######## block 1 ########
Block 1, placement density heat map:
The die is cut into 7 by 7 equal tiles; black is low, pale yellow is high, 0 to 100% covered.
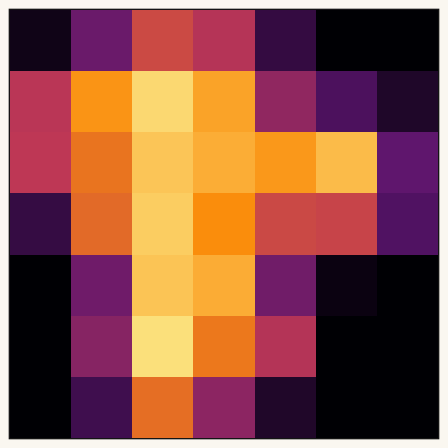
Block 1, I/O nets highlighted:
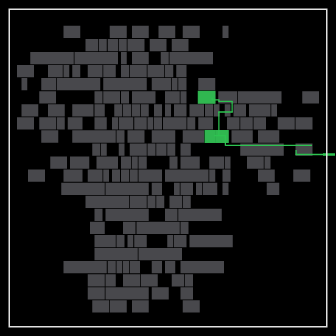
<file path="config.mk">
export PLATFORM = sky130hd
export DESIGN_NAME = imem_fetch_ctrl
export DESIGN_NICKNAME = d
export VERILOG_FILES = /design/src/rtl/imem_fetch_ctrl.sv
export SDC_FILE = /design/constraint.sdc
export NUM_CORES = 1
export LEC_CHECK = 0
export CAP_MARGIN = 20
export CORE_UTILIZATION = 40
export CTS_BUF_LIST = sky130_fd_sc_hd__clkbuf_4 sky130_fd_sc_hd__clkbuf_8
export CTS_CLUSTER_DIAMETER = 200
export CTS_CLUSTER_SIZE = 20
export DETAILED_ROUTE_END_ITERATION = 10
export GPL_TIMING_DRIVEN = 1
export PLACE_DENSITY = 0.88
export SYNTH_ARGS = -nofsm -noshare
export SYNTH_HDL_FRONTEND = slang
export SYNTH_SLANG_ARGS = --single-unit
export TNS_END_PERCENT = 10
</file>
<file path="constraint.sdc">
create_clock -name CLK -period 3.5 [get_ports CLK]
set_clock_uncertainty 0.05 [all_clocks]
set_input_delay 0.7 -clock CLK [delete_from_list [all_inputs] [get_ports CLK]]
set_output_delay 0.7 -clock CLK [all_outputs]
set_load 0.05 [all_outputs]
</file>
<file path="src/rtl/imem_fetch_ctrl.sv">
// Instruction-memory port sequencer: boot loading, then PC fetch control
// with stall, branch redirect, halt and reload.
module imem_fetch_ctrl #(
    parameter int              DEPTH_LOG2 = 6,
    parameter int              PC_W       = DEPTH_LOG2 + 2,
    parameter int              DATA_W     = 32,
    parameter logic [PC_W-1:0] RESET_PC   = '0
) (
    input  logic                  CLK,
    input  logic                  RST_N,
    input  logic                  LdValid,
    input  logic [DATA_W-1:0]     LdData,
    input  logic                  LdLast,
    output logic                  LdReady,
    input  logic                  Stall,
    input  logic                  BranchTaken,
    input  logic [PC_W-1:0]       BranchTarget,
    input  logic                  HaltReq,
    input  logic                  ReloadReq,
    output logic [DEPTH_LOG2-1:0] MemAddr,
    output logic                  MemWrEn,
    output logic [DATA_W-1:0]     MemWrData,
    output logic [PC_W-1:0]       PC,
    output logic                  FetchValid,
    output logic [DEPTH_LOG2:0]   LoadCount,
    output logic [1:0]            State
);

    typedef enum logic [1:0] {
        ST_LOAD = 2'b00,
        ST_RUN  = 2'b01,
        ST_HALT = 2'b10
    } state_e;

    localparam logic [DEPTH_LOG2-1:0] PTR_MAX = '1;
    localparam logic [PC_W-1:0]       WORD_MASK = ~PC_W'(3);

    state_e                state_q, state_d;
    logic [PC_W-1:0]       pc_q, pc_d;
    logic [DEPTH_LOG2-1:0] ptr_q, ptr_d;
    logic [DEPTH_LOG2:0]   cnt_q, cnt_d;

    always_ff @(posedge CLK or negedge RST_N) begin
        if (!RST_N) begin
            state_q <= ST_LOAD;
            pc_q    <= RESET_PC;
            ptr_q   <= '0;
            cnt_q   <= '0;
        end else begin
            state_q <= state_d;
            pc_q    <= pc_d;
            ptr_q   <= ptr_d;
            cnt_q   <= cnt_d;
        end
    end

    always_comb begin
        state_d    = state_q;
        pc_d       = pc_q;
        ptr_d      = ptr_q;
        cnt_d      = cnt_q;
        LdReady    = 1'b0;
        MemWrEn    = 1'b0;
        FetchValid = 1'b0;
        MemAddr    = pc_q[PC_W-1:2];
        MemWrData  = LdData;

        unique case (state_q)
            ST_LOAD: begin
                LdReady = 1'b1;
                MemAddr = ptr_q;
                // Reload wins over a same-cycle loader word
                if (ReloadReq) begin
                    ptr_d = '0;
                    cnt_d = '0;
                    pc_d  = RESET_PC;
                end else if (LdValid) begin
                    MemWrEn = 1'b1;
                    ptr_d   = ptr_q + 1'b1;
                    cnt_d   = cnt_q + 1'b1;
                    if (LdLast || ptr_q == PTR_MAX) begin
                        state_d = ST_RUN;
                        pc_d    = RESET_PC;
                    end
                end
            end
            ST_RUN: begin
                FetchValid = 1'b1;
                if (ReloadReq) begin
                    state_d = ST_LOAD;
                    ptr_d   = '0;
                    cnt_d   = '0;
                    pc_d    = RESET_PC;
                end else if (HaltReq) begin
                    state_d = ST_HALT;
                end else if (BranchTaken) begin
                    pc_d = BranchTarget & WORD_MASK;
                end else if (!Stall) begin
                    pc_d = pc_q + PC_W'(4);
                end
            end
            ST_HALT: begin
                if (ReloadReq) begin
                    state_d = ST_LOAD;
                    ptr_d   = '0;
                    cnt_d   = '0;
                    pc_d    = RESET_PC;
                end
            end
            default: begin
                state_d = ST_LOAD;
                ptr_d   = '0;
                cnt_d   = '0;
                pc_d    = RESET_PC;
            end
        endcase
    end

    assign PC        = pc_q;
    assign LoadCount = cnt_q;
    assign State     = state_q;

endmodule

</file>
==> results.txt <==
yosys + openroad results -> crit start category=flip-flop, measured slew at the worst slew-check pin=just under 1 ns, worst skew pair latency=between 0.2 and 0.3 ns, Layout area overhead=11.0%, flop count=21, number of nets with antenna violations after routing=0, global route total overflow=0, worst-case hold slack=between 0.5 and 0.6 ns, run status=finished clean, post-synth tally of flip-flops with integrated enable=0, f_max=~310 MHz, internal power contribution=a little over 500 uW, cell count in the Yosys report=about 180, cell leakage power=a little under 0.0007 uW, number of I/O pins=106, Log Warnings=30, via count of the first global-routing pass=1,200, series of cell instances along the critical path=inv_1 -> ha_1 -> mux2_2 -> clkdlybuf4s50_1, crit-path leading delay family=buffers and inverters, Comb gate area=764 um2, area used by sequential logic in the layout=526 um2, top-count cell post-synth=buf_4, power consumed by sequential cells=~300 uW, wire length of the first global-routing pass=5510 um, post-synthesis sequential area ratio=around 32%, area of the core region=roughly 3800 um2, register clock-pin slew on the reported worst setup and hold paths=roughly 0.080 ns, final number of max-transition violations=0, Vias/cell=between 5 and 6, most frequent cells in the layout=clkdlybuf4s50_1, dfrtp_1, a21oi_1
Notes on 'placement density heat map' of block 1 above:
- fullest tile: 93%
- emptiest ninth of the die: lower right
- densest ninth of the die: centre

Notes on 'I/O nets highlighted' of block 1 above:
- green: `LdLast` (bits 1; direction input; end cells 3; buffers 1; wire 43.6 um)

through the flow:
| step | total power, uW | std cells | area (um2) |
|---|---|---|---|
| 2_1_floorplan | 787 | 182 | 1630 |
| 3_3_place_gp | 808 | 228 | 1760 |
| 3_5_place_dp | 815 | 228 | 1760 |
| 4_1_cts | 978 | 232 | 1810 |
| 5_1_grt | 1030 | 232 | 1810 |
| 6_report | 979 | 232 | 1810 |
metal layers:
metal / global-route usage, % / vias to the layer above / wire length (um)
met2: 24.2 / 68 / 1520
li1: - / 630 / -
met1: 22.6 / 604 / 1590
met4: 7.88 / 0 / 59
met3: 2.41 / 8 / 247
met5: 0 / - / 0
final timing paths:
path | startpoint | end | slack, ns | cells past startpoint
min in group asynchronous | RST_N | LoadCount[5] | 0.92 | 1
hold reg to reg | LoadCount[6] | LoadCount[6] | 0.50 | 2
setup / recovery | State[1] | MemAddr[0] | 0.31 | 4
max in group asynchronous | RST_N | PC[5] | 1.90 | 1
setup reg to reg | State[1] | LoadCount[5] | 1.11 | 6
hold / removal | LoadCount[6] | LoadCount[6] | 0.50 | 2
flip-flops by register name, indices dropped and copies added (netlist names):
name	cells
LoadCount	7
ptr_q	6
PC	6
State	2

######## block 2 ########
**config.mk**
```make
export PLATFORM = sky130hd
export DESIGN_NAME = collect4_1
export DESIGN_NICKNAME = d
export VERILOG_FILES = /design/src/rtl/collect4_1.sv
export SDC_FILE = /design/constraint.sdc
export NUM_CORES = 1
export LEC_CHECK = 0
export ABC_AREA = 1
export CAP_MARGIN = 5
export CELL_PAD_IN_SITES_DETAIL_PLACEMENT = 0
export CELL_PAD_IN_SITES_GLOBAL_PLACEMENT = 1
export CORE_MARGIN = 2
export CORE_UTILIZATION = 28
export DETAILED_ROUTE_END_ITERATION = 10
export HOLD_SLACK_MARGIN = 0.03
export PLACE_DENSITY_LB_ADDON = 0.2
export SKIP_LAST_GASP = 1
export SYNTH_ARGS = -nofsm -noshare
export SYNTH_HDL_FRONTEND = slang
export SYNTH_SLANG_ARGS = --single-unit
```
**constraint.sdc**
```tcl
create_clock -name clk -period 4.35 [get_ports clk]
set_input_delay 0.87 -clock clk [delete_from_list [all_inputs] [get_ports clk]]
set_output_delay 0.87 -clock clk [all_outputs]
set_load 0.02 [all_outputs]
```
**src/rtl/collect4_1.sv**
```systemverilog
// Round-robin collector: four 16-bit sources are gathered onto one registered valid/ready output.
// Latency: a word granted in cycle N is presented on out with out_valid=1 in cycle N+1.
// Backpressure: while the output word is held (out_valid && !out_ready), no source is granted.
module collect4_1 #(
  parameter int len = 16
) (
  input  logic           clk,
  input  logic           rst,
  input  logic [len-1:0] in_1,
  input  logic [len-1:0] in_2,
  input  logic [len-1:0] in_3,
  input  logic [len-1:0] in_4,
  input  logic           req_1,
  input  logic           req_2,
  input  logic           req_3,
  input  logic           req_4,
  output logic           gnt_1,
  output logic           gnt_2,
  output logic           gnt_3,
  output logic           gnt_4,
  output logic [len-1:0] out,
  output logic [1:0]     out_src,
  output logic           out_valid,
  input  logic           out_ready
);

  logic [len-1:0] r_out;
  logic [1:0]     r_out_src;
  logic           r_out_valid;
  logic [1:0]     r_last;

  logic [3:0]     w_req;
  logic           w_free;
  logic [1:0]     w_scan;
  logic           w_any;
  logic [1:0]     w_gnt_idx;
  logic [3:0]     w_gnt;
  logic [len-1:0] w_gnt_dat;

  assign w_req  = {req_4, req_3, req_2, req_1};
  assign w_free = !r_out_valid || out_ready;

  // Pick the first requester after the last granted source; grants are
  // suppressed while reset is asserted so nothing is presented as captured.
  always_comb begin
    w_any     = 1'b0;
    w_gnt_idx = 2'd0;
    w_scan    = 2'd0;
    if (rst && w_free) begin
      for (int i = 1; i <= 4; i++) begin
        w_scan = r_last + 2'(i);
        if (!w_any && w_req[w_scan]) begin
          w_any     = 1'b1;
          w_gnt_idx = w_scan;
        end
      end
    end
  end

  // One-hot grant vector and the data word of the granted source.
  always_comb begin
    w_gnt     = 4'b0000;
    w_gnt_dat = in_1;
    if (w_any) begin
      w_gnt[w_gnt_idx] = 1'b1;
    end
    case (w_gnt_idx)
      2'd0:    w_gnt_dat = in_1;
      2'd1:    w_gnt_dat = in_2;
      2'd2:    w_gnt_dat = in_3;
      default: w_gnt_dat = in_4;
    endcase
  end

  // Output register and priority pointer: load on grant, drain on take,
  // otherwise hold. The pointer only moves when a grant happens.
  always_ff @(posedge clk or negedge rst) begin
    if (!rst) begin
      r_out       <= '0;
      r_out_src   <= 2'd0;
      r_out_valid <= 1'b0;
      r_last      <= 2'd3;
    end else if (w_any) begin
      r_out       <= w_gnt_dat;
      r_out_src   <= w_gnt_idx;
      r_out_valid <= 1'b1;
      r_last      <= w_gnt_idx;
    end else if (r_out_valid && out_ready) begin
      r_out_valid <= 1'b0;
    end
  end

  assign gnt_1     = w_gnt[0];
  assign gnt_2     = w_gnt[1];
  assign gnt_3     = w_gnt[2];
  assign gnt_4     = w_gnt[3];
  assign out       = r_out;
  assign out_src   = r_out_src;
  assign out_valid = r_out_valid;

endmodule

```
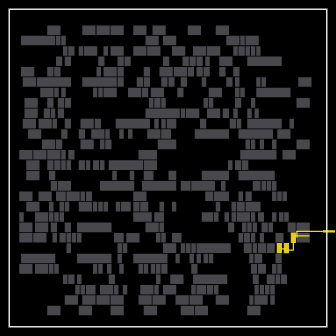
Block 2: I/O nets highlighted
- yellow: `req_1` (bits 1; direction input; end cells 3; buffers 1; wire 20.2 um)
number of I/O pins: 94
count of input and output buffers: 93

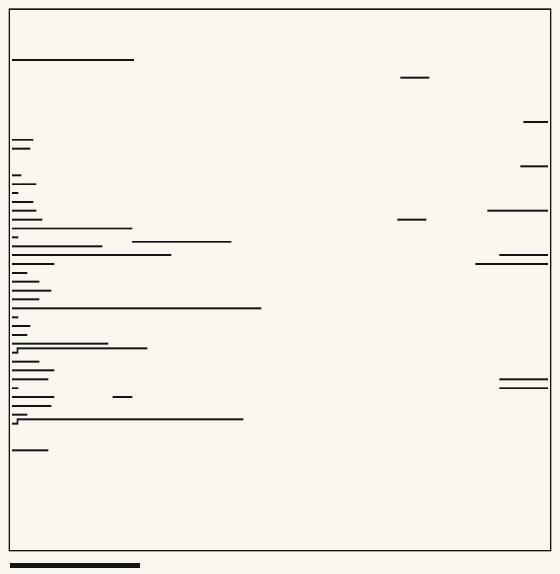
Block 2: met3 routing
Bar = 20 um.
- main direction: horizontal
- nets with wire on the layer: 43
- share of all routed wire: 6.3%
- longest straight run: 37.9 um
final routed wirelength across all metal layers: 5450 um
met3 routing resource usage after global routing: 4.17%
routed via count: 1,977

==> results.txt <==
yosys + openroad results -> run status=finished clean, top post-synthesis cells by area=dfrtp_1, nand2_1, nand3_1, inv_1, a21oi_1, final setup vio count=0, via count of the first global-routing pass=between 2,000 and 2,500, worst skew pair latency=~0.26 ns, Setup Skew=roughly 0.0022 ns, clock buffer and inverter area fraction after layout=1.69%, worst flop-to-flop path startpoint=r_last[0], number of buffers added by the clock tree synthesis step=3, clock share of power=approximately 7.4%, area of the core region=about 6000 um2, endpoint of the worst hold-timing path=out[13], register clock-pin slew on the reported worst setup and hold paths=about 0.080 ns, hold path startpoint=out[13], Detailed Route Iter0 Violations=about 65, signal arrival time at the worst endpoint=approximately 3.2 ns, CP endpoint=gnt_1, sequential cell fraction of total power=20.7%, count of non-filler cells in the finished layout=approximately 440, setup slack after placement=between 0.3 and 0.4 ns, Multi-Input Combinational=between 200 and 250, post-synthesis sequential area ratio=a little under a third, pwr/cell area=between 600 and 700 nW/um2
power groups by stage:
stage                     clock network (uW)  registers (uW)  logic, uW
after floorplan                            0             455        809
after global placement                     0             367       1280
after detailed placement                   0             369       1290
after CTS                                136             367       1300
after global routing                     147             380       1430
final                                    131             367       1280
worst max-delay path: cells and delay by family:
kind	cells	cell delay (ns)
and+or+nand+nor	8	0.90
buffers and inverters	4	1.37
routing by layer:
layer  up-vias  routed length, um  GRT usage (%)
met5         -                  0              0
met4         0                 27           2.68
met3         2                343           4.17
met2        46               2700           28.4
met1       888               2380           19.8
li1       1041                  -              -
cell families (layout without fill, tap and decap cells):
family | after synthesis | after routing | share of synthesized area (%)
and+or+nand+nor | 176 | 176 | 46.8
DFF | 21 | 21 | 30.4
AOI/OAI and AO/OA | 30 | 30 | 8.99
buffers and inverters | 49 | 137 | 13.8
cell usage in the layout (no fill, tap or decap), types with 2 or more instances in the layout:
master / count
o21ai_1: 8
nor2_2: 2
dfstp_2: 2
buf_4: 6
nand3b_1: 4
nand3_1: 43
clkbuf_8: 3
inv_1: 29
nor2_1: 8
clkdlybuf4s50_1: 93
nand2_2: 10
a21oi_1: 17
o21ai_0: 3
dfrtp_1: 19
nand2_1: 102
inv_2: 5

######## block 3 ########
Block 3, met3 routing:
Bar = 20 um.
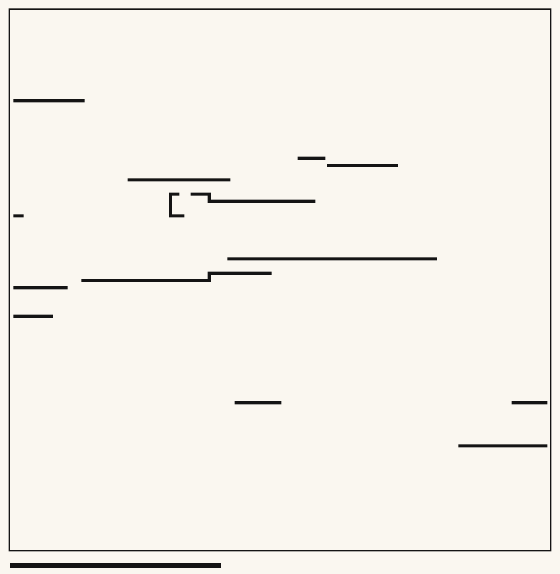
Block 3, placement density heat map:
The die is cut into 10 by 10 equal tiles; black is low, pale yellow is high, 0 to 100% covered.
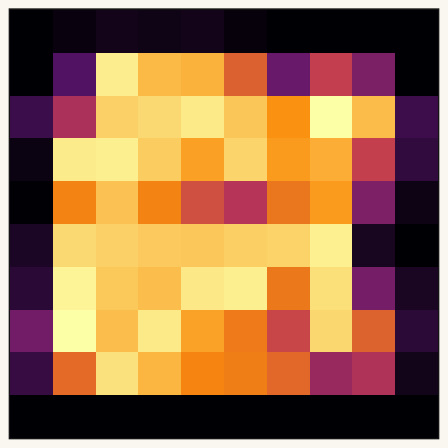
$ cat config.mk
export PLATFORM = sky130hd
export DESIGN_NAME = t_pulse_gen_flat
export DESIGN_NICKNAME = d
export VERILOG_FILES = /design/src/rtl/t_pulse_gen_pkg.sv /design/src/rtl/t_pulse_gen_if.sv /design/src/rtl/t_pulse_gen_btn_sync.sv /design/src/rtl/t_pulse_gen.sv /design/src/flat_wrapper.sv
export SDC_FILE = /design/constraint.sdc
export NUM_CORES = 1
export LEC_CHECK = 0
export CAP_MARGIN = 20
export CORE_MARGIN = 3
export CORE_UTILIZATION = 57
export DETAILED_ROUTE_END_ITERATION = 6
export PLACE_DENSITY = 0.87
export RECOVER_POWER = 50
export SYNTH_ARGS = -nofsm -noshare
export SYNTH_HDL_FRONTEND = slang
export SYNTH_HIERARCHICAL = 1
export SYNTH_SLANG_ARGS = --single-unit
$ cat constraint.sdc
create_clock -name clk -period 3.39 [get_ports clk]
set_clock_uncertainty 0.1 [all_clocks]
set_input_delay 1.017 -clock clk [delete_from_list [all_inputs] [get_ports clk]]
set_output_delay 1.017 -clock clk [all_outputs]
set_load 0.05 [all_outputs]
$ cat src/rtl/t_pulse_gen_pkg.sv
// ---------------------------------------------------------------------------
// t_pulse_gen_pkg
//  Shared definitions for the pushbutton-to-T-pulse front end and the T stage
//  it feeds: the 2-bit FSM state encoding, the pulse counter width and a
//  couple of constant helpers used to size internal counters.
//  No ports (package).
// ---------------------------------------------------------------------------
package t_pulse_gen_pkg;

   localparam int PULSE_CNT_W = 8;

   // Debounce FSM states. IDLE/DB_PRESS report "not pressed",
   // HELD/DB_RELEASE report "pressed".
   typedef enum logic [1:0] {
      ST_IDLE       = 2'd0,
      ST_DB_PRESS   = 2'd1,
      ST_HELD       = 2'd2,
      ST_DB_RELEASE = 2'd3
   } state_e;

   // Ceiling log2, usable in constant expressions. clog2(1) = 0.
   function automatic int clog2(input int value);
      int result;
      result = 0;
      for (int i = 0; i < 31; i++) begin
         if ((1 << i) < value) begin
            result = i + 1;
         end
      end
      return result;
   endfunction

   function automatic int max3(input int a, input int b, input int c);
      int m;
      m = a;
      if (b > m) begin
         m = b;
      end
      if (c > m) begin
         m = c;
      end
      return m;
   endfunction

endpackage

$ cat src/rtl/t_pulse_gen_if.sv
// ---------------------------------------------------------------------------
// t_pulse_gen_if
//  Groups the button-side inputs and the pulse-side outputs of t_pulse_gen.
//  Signals:
//   btn_in     raw asynchronous pushbutton, active-high
//   en         pulse enable (gates t_out and pulse_cnt only)
//   t_out      single-cycle toggle pulse to the T stage
//   pressed    debounced button level
//   pulse_cnt  number of emitted pulses, wraps
//  Modports: master = whoever drives the button and consumes pulses,
//            slave  = the pulse generator itself.
// ---------------------------------------------------------------------------
interface t_pulse_gen_if;
   import t_pulse_gen_pkg::*;

   logic                   btn_in;
   logic                   en;
   logic                   t_out;
   logic                   pressed;
   logic [PULSE_CNT_W-1:0] pulse_cnt;

   modport master (
      output btn_in,
      output en,
      input  t_out,
      input  pressed,
      input  pulse_cnt
   );

   modport slave (
      input  btn_in,
      input  en,
      output t_out,
      output pressed,
      output pulse_cnt
   );

endinterface

$ cat src/rtl/t_pulse_gen_btn_sync.sv
// ---------------------------------------------------------------------------
// t_pulse_gen_btn_sync
//  Plain flop chain that brings the asynchronous button into the clk domain.
//  Ports:
//   clk    in  rising-edge clock
//   rst_n  in  asynchronous active-low reset, clears the chain to 0
//   d      in  asynchronous input
//   q      out synchronised copy of d, SYNC_STAGES clocks late
// ---------------------------------------------------------------------------
module t_pulse_gen_btn_sync #(
   parameter int SYNC_STAGES = 2
) (
   input  logic clk,
   input  logic rst_n,
   input  logic d,
   output logic q
);

   logic [SYNC_STAGES-1:0] sync_q;
   logic [SYNC_STAGES-1:0] sync_d;

   // Shift the raw input in at the bottom of the chain each clock.
   always_comb begin
      sync_d = {sync_q[SYNC_STAGES-2:0], d};
   end

   // Chain register; cleared so a held button after reset looks like a fresh rise.
   always_ff @(posedge clk or negedge rst_n) begin
      if (!rst_n) begin
         sync_q <= '0;
      end else begin
         sync_q <= sync_d;
      end
   end

   assign q = sync_q[SYNC_STAGES-1];

endmodule

$ cat src/rtl/t_pulse_gen.sv
// ---------------------------------------------------------------------------
// t_pulse_gen
//  Turns a raw bouncing pushbutton into clean single-cycle T pulses:
//  synchronise, debounce both edges, emit one pulse per accepted press and,
//  optionally, auto-repeat pulses while the button stays held.
//  Ports:
//   clk    in  rising-edge clock
//   rst_n  in  asynchronous active-low reset
//   bus    slave side of t_pulse_gen_if (btn_in, en -> t_out, pressed, pulse_cnt)
// ---------------------------------------------------------------------------
module t_pulse_gen
   import t_pulse_gen_pkg::*;
#(
   parameter int SYNC_STAGES     = 2,
   parameter int DEBOUNCE_CYCLES = 1000,
   parameter int REPEAT_DELAY    = 0,
   parameter int REPEAT_PERIOD   = 200
) (
   input  logic         clk,
   input  logic         rst_n,
   t_pulse_gen_if.slave bus
);

   localparam int CNT_W = clog2(max3(DEBOUNCE_CYCLES, REPEAT_DELAY, REPEAT_PERIOD)) + 1;

   localparam logic [CNT_W-1:0] DB_LAST   = CNT_W'(DEBOUNCE_CYCLES - 1);
   localparam logic [CNT_W-1:0] RPT_FIRST = CNT_W'(REPEAT_DELAY);
   // After a repeat pulse the counter restarts REPEAT_PERIOD steps below the
   // fire value. If the period exceeds the delay this is a "negative" value
   // that wraps through zero, which still takes exactly REPEAT_PERIOD steps.
   localparam logic [CNT_W-1:0] RPT_RELOAD = CNT_W'(REPEAT_DELAY - REPEAT_PERIOD);
   localparam bit               RPT_ON     = (REPEAT_DELAY != 0);

   if (SYNC_STAGES < 2) begin : g_bad_sync
      $fatal(1, "t_pulse_gen: SYNC_STAGES must be >= 2");
   end
   if (DEBOUNCE_CYCLES < 1) begin : g_bad_db
      $fatal(1, "t_pulse_gen: DEBOUNCE_CYCLES must be >= 1");
   end
   if (REPEAT_DELAY < 0) begin : g_bad_delay
      $fatal(1, "t_pulse_gen: REPEAT_DELAY must be >= 0");
   end
   if (REPEAT_PERIOD < 1) begin : g_bad_period
      $fatal(1, "t_pulse_gen: REPEAT_PERIOD must be >= 1");
   end

   logic btn_s;

   state_e                 state_q, state_d;
   logic [CNT_W-1:0]       db_cnt_q, db_cnt_d;
   logic [CNT_W-1:0]       rpt_cnt_q, rpt_cnt_d;
   logic [CNT_W-1:0]       rpt_inc;
   logic                   fire;
   logic                   t_out_q, t_out_d;
   logic                   pressed_q, pressed_d;
   logic [PULSE_CNT_W-1:0] pulse_cnt_q, pulse_cnt_d;

   t_pulse_gen_btn_sync #(
      .SYNC_STAGES (SYNC_STAGES)
   ) u_btn_sync (
      .clk   (clk),
      .rst_n (rst_n),
      .d     (bus.btn_in),
      .q     (btn_s)
   );

   // Debounce FSM and counters. A press needs DEBOUNCE_CYCLES+1 consecutive
   // high samples (one in IDLE, the rest in DB_PRESS) and a release the same
   // number of low samples. The repeat counter only runs while HELD sees the
   // button high, so it freezes across a release bounce.
   always_comb begin
      state_d   = state_q;
      db_cnt_d  = db_cnt_q;
      rpt_cnt_d = rpt_cnt_q;
      rpt_inc   = rpt_cnt_q + CNT_W'(1);
      fire      = 1'b0;

      case (state_q)
         ST_IDLE: begin
            if (btn_s) begin
               state_d  = ST_DB_PRESS;
               db_cnt_d = '0;
            end
         end

         ST_DB_PRESS: begin
            if (!btn_s) begin
               state_d = ST_IDLE;
            end else if (db_cnt_q == DB_LAST) begin
               state_d   = ST_HELD;
               rpt_cnt_d = '0;
               fire      = 1'b1;
            end else begin
               db_cnt_d = db_cnt_q + CNT_W'(1);
            end
         end

         ST_HELD: begin
            if (!btn_s) begin
               state_d  = ST_DB_RELEASE;
               db_cnt_d = '0;
            end else if (RPT_ON) begin
               // Firing on the incremented value puts the first repeat pulse
               // exactly REPEAT_DELAY clocks after the press pulse.
               if (rpt_inc == RPT_FIRST) begin
                  fire      = 1'b1;
                  rpt_cnt_d = RPT_RELOAD;
               end else begin
                  rpt_cnt_d = rpt_inc;
               end
            end
         end

         ST_DB_RELEASE: begin
            if (btn_s) begin
               state_d = ST_HELD;
            end else if (db_cnt_q == DB_LAST) begin
               state_d = ST_IDLE;
            end else begin
               db_cnt_d = db_cnt_q + CNT_W'(1);
            end
         end

         default: begin
            state_d = ST_IDLE;
         end
      endcase

      pressed_d   = (state_d == ST_HELD) || (state_d == ST_DB_RELEASE);
      // A pulse fired while disabled is simply lost.
      t_out_d     = fire & bus.en;
      pulse_cnt_d = pulse_cnt_q + PULSE_CNT_W'(t_out_d);
   end

   // State, counters and registered outputs all clear together on reset.
   always_ff @(posedge clk or negedge rst_n) begin
      if (!rst_n) begin
         state_q     <= ST_IDLE;
         db_cnt_q    <= '0;
         rpt_cnt_q   <= '0;
         t_out_q     <= 1'b0;
         pressed_q   <= 1'b0;
         pulse_cnt_q <= '0;
      end else begin
         state_q     <= state_d;
         db_cnt_q    <= db_cnt_d;
         rpt_cnt_q   <= rpt_cnt_d;
         t_out_q     <= t_out_d;
         pressed_q   <= pressed_d;
         pulse_cnt_q <= pulse_cnt_d;
      end
   end

   assign bus.t_out     = t_out_q;
   assign bus.pressed   = pressed_q;
   assign bus.pulse_cnt = pulse_cnt_q;

endmodule

$ cat src/flat_wrapper.sv
// flat-port wrapper written by rule: the top's interface ports become plain ports
module t_pulse_gen_flat import t_pulse_gen_pkg::*;
#(
   parameter int SYNC_STAGES     = 2,
   parameter int DEBOUNCE_CYCLES = 1000,
   parameter int REPEAT_DELAY    = 0,
   parameter int REPEAT_PERIOD   = 200
)
  (clk, rst_n, bus_btn_in, bus_en, bus_t_out, bus_pressed, bus_pulse_cnt);
  t_pulse_gen_if bus_i ();
  input  logic clk;
  input  logic rst_n;
  input wire logic [$bits(bus_i.btn_in)-1:0] bus_btn_in;
  input wire logic [$bits(bus_i.en)-1:0] bus_en;
  output wire logic [$bits(bus_i.t_out)-1:0] bus_t_out;
  output wire logic [$bits(bus_i.pressed)-1:0] bus_pressed;
  output wire logic [$bits(bus_i.pulse_cnt)-1:0] bus_pulse_cnt;
  assign bus_i.btn_in = bus_btn_in;
  assign bus_i.en = bus_en;
  assign bus_t_out = bus_i.t_out;
  assign bus_pressed = bus_i.pressed;
  assign bus_pulse_cnt = bus_i.pulse_cnt;
  t_pulse_gen #(.SYNC_STAGES(SYNC_STAGES), .DEBOUNCE_CYCLES(DEBOUNCE_CYCLES), .REPEAT_DELAY(REPEAT_DELAY), .REPEAT_PERIOD(REPEAT_PERIOD)) u_core (.clk(clk), .rst_n(rst_n), .bus(bus_i));
endmodule
==> results.txt <==
yosys + openroad results -> final estimated routing congestion in global placement=between 0.8 and 0.9, endpoint of the worst hold-timing path=u_core/u_btn_sync/sync_q[1], Vias/cell=between 6 and 7, switching component of the power=~120 uW, buffering stage count on the worst path with inverters included=1, aoi share=between 10% and 20%, buffers outside the clock class=14, clock root buffer=clkbuf_4, Post-synth top flop=dfrtp_1, Layout area overhead=14.3%, hold path startpoint=u_core/u_btn_sync/sync_q[0], Slew HR=about an eighth, initial antenna violation count=0, # placed instances=between 100 and 150, cell leakage power=just under 0.0006 uW, cell types with the highest counts after synthesis=dfrtp_1, nand2_1, o21ai_1, top-count cell post-synth=dfrtp_1, Clk power=between 100 and 150 uW, launching instance or port of the critical path=u_core/bus.pulse_cnt[2], number of nets in the synthesized netlist=about 110, worst hold path depth=0, signal arrival time at the worst endpoint=1.60 ns, Comb gate area=roughly 490 um2, TritonCTS Sinks=25, met3 wire length=102 um, run status=finished clean, number of nets with antenna violations after routing=0, internal power contribution=364 uW
About 'met3 routing' of block 3:
- longest straight run: 19.5 um
- wire length on this layer: 103 um
- main direction: horizontal
- nets with wire on the layer: 12
- share of all routed wire: 4.5%
final routed wirelength across all metal layers: 2290 um
routed via count: 867
met3 routing resource usage after global routing: 6.12%

About 'placement density heat map' of block 3:
- nearly empty tiles: 20%
- densest ninth of the die: centre
- fullest tile: 100%
- tiles over 75% full: 39%
- mean over tiles: 50%
starting density of the core: 63.6%
final core utilization: 72.7%
area of the core region: 1820 um2

==> cell usage in the layout (no fill, tap or decap), drive strengths merged <==
master | netlist | routed
a211oi | 1 | 1
a21oi | 4 | 4
a31oi | 1 | 1
and2 | 1 | 1
and3 | 2 | 2
and4 | 1 | 1
and4b | 1 | 1
clkbuf | 0 | 4
clkdlybuf4s50 | 0 | 11
clkinvlp | 0 | 1
dfrtp | 25 | 25
dlygate4sd3 | 0 | 2
ha | 3 | 3
inv | 4 | 4
mux2 | 3 | 3
nand2 | 10 | 10
nand2b | 1 | 1
nand3 | 6 | 6
nand4 | 5 | 5
nor2 | 4 | 4
nor3 | 1 | 1
nor4 | 2 | 2
o21ai | 8 | 8
o22ai | 1 | 1
o311ai | 2 | 2
o31ai | 2 | 2
o41ai | 2 | 2
or3 | 3 | 3
xnor2 | 5 | 5
xor2 | 3 | 3
==> through the flow <==
| stage | hold WS, ns | instance area, um2 |
|---|---|---|
| after global placement | 0.242 | 1320 |
| after global routing | 0.295 | 1320 |
| after CTS | 0.286 | 1350 |
| after detailed placement | 0.246 | 1320 |
| after floorplan | 0.231 | 1160 |
| final | 0.277 | 1320 |


## Gallery

Gate families picked out.
Bar = 20 um.
(a)
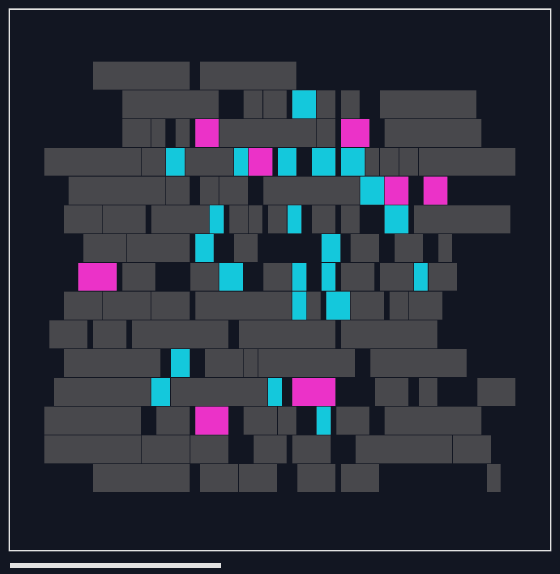
(b)
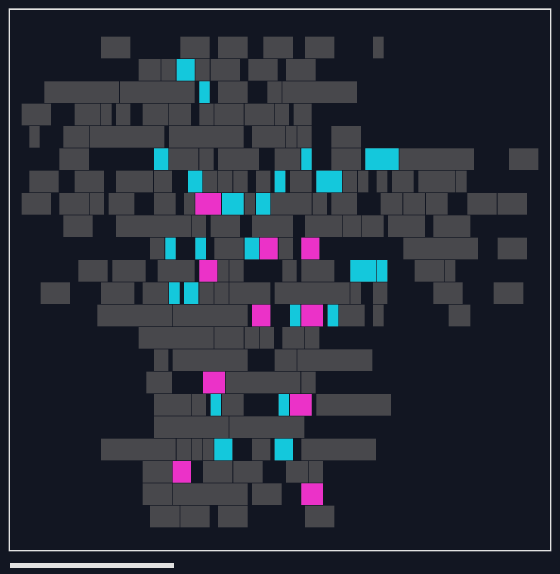
(c)
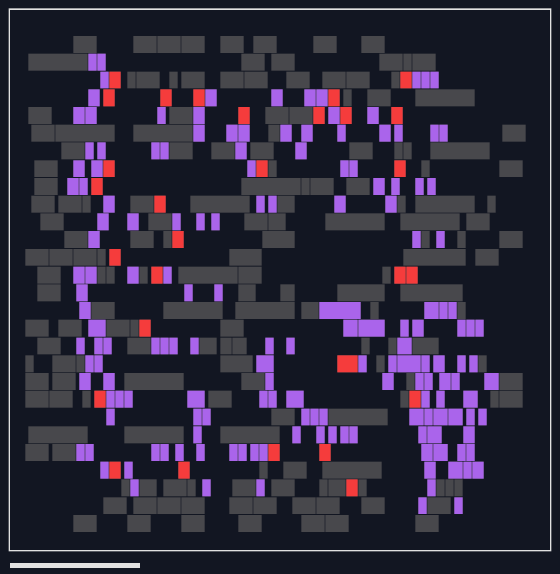
(a): block 3
(c): block 2
(b): block 1
Of these, most cells: (c)

No activity file was given, so power comes from the tool's default toggle rates.
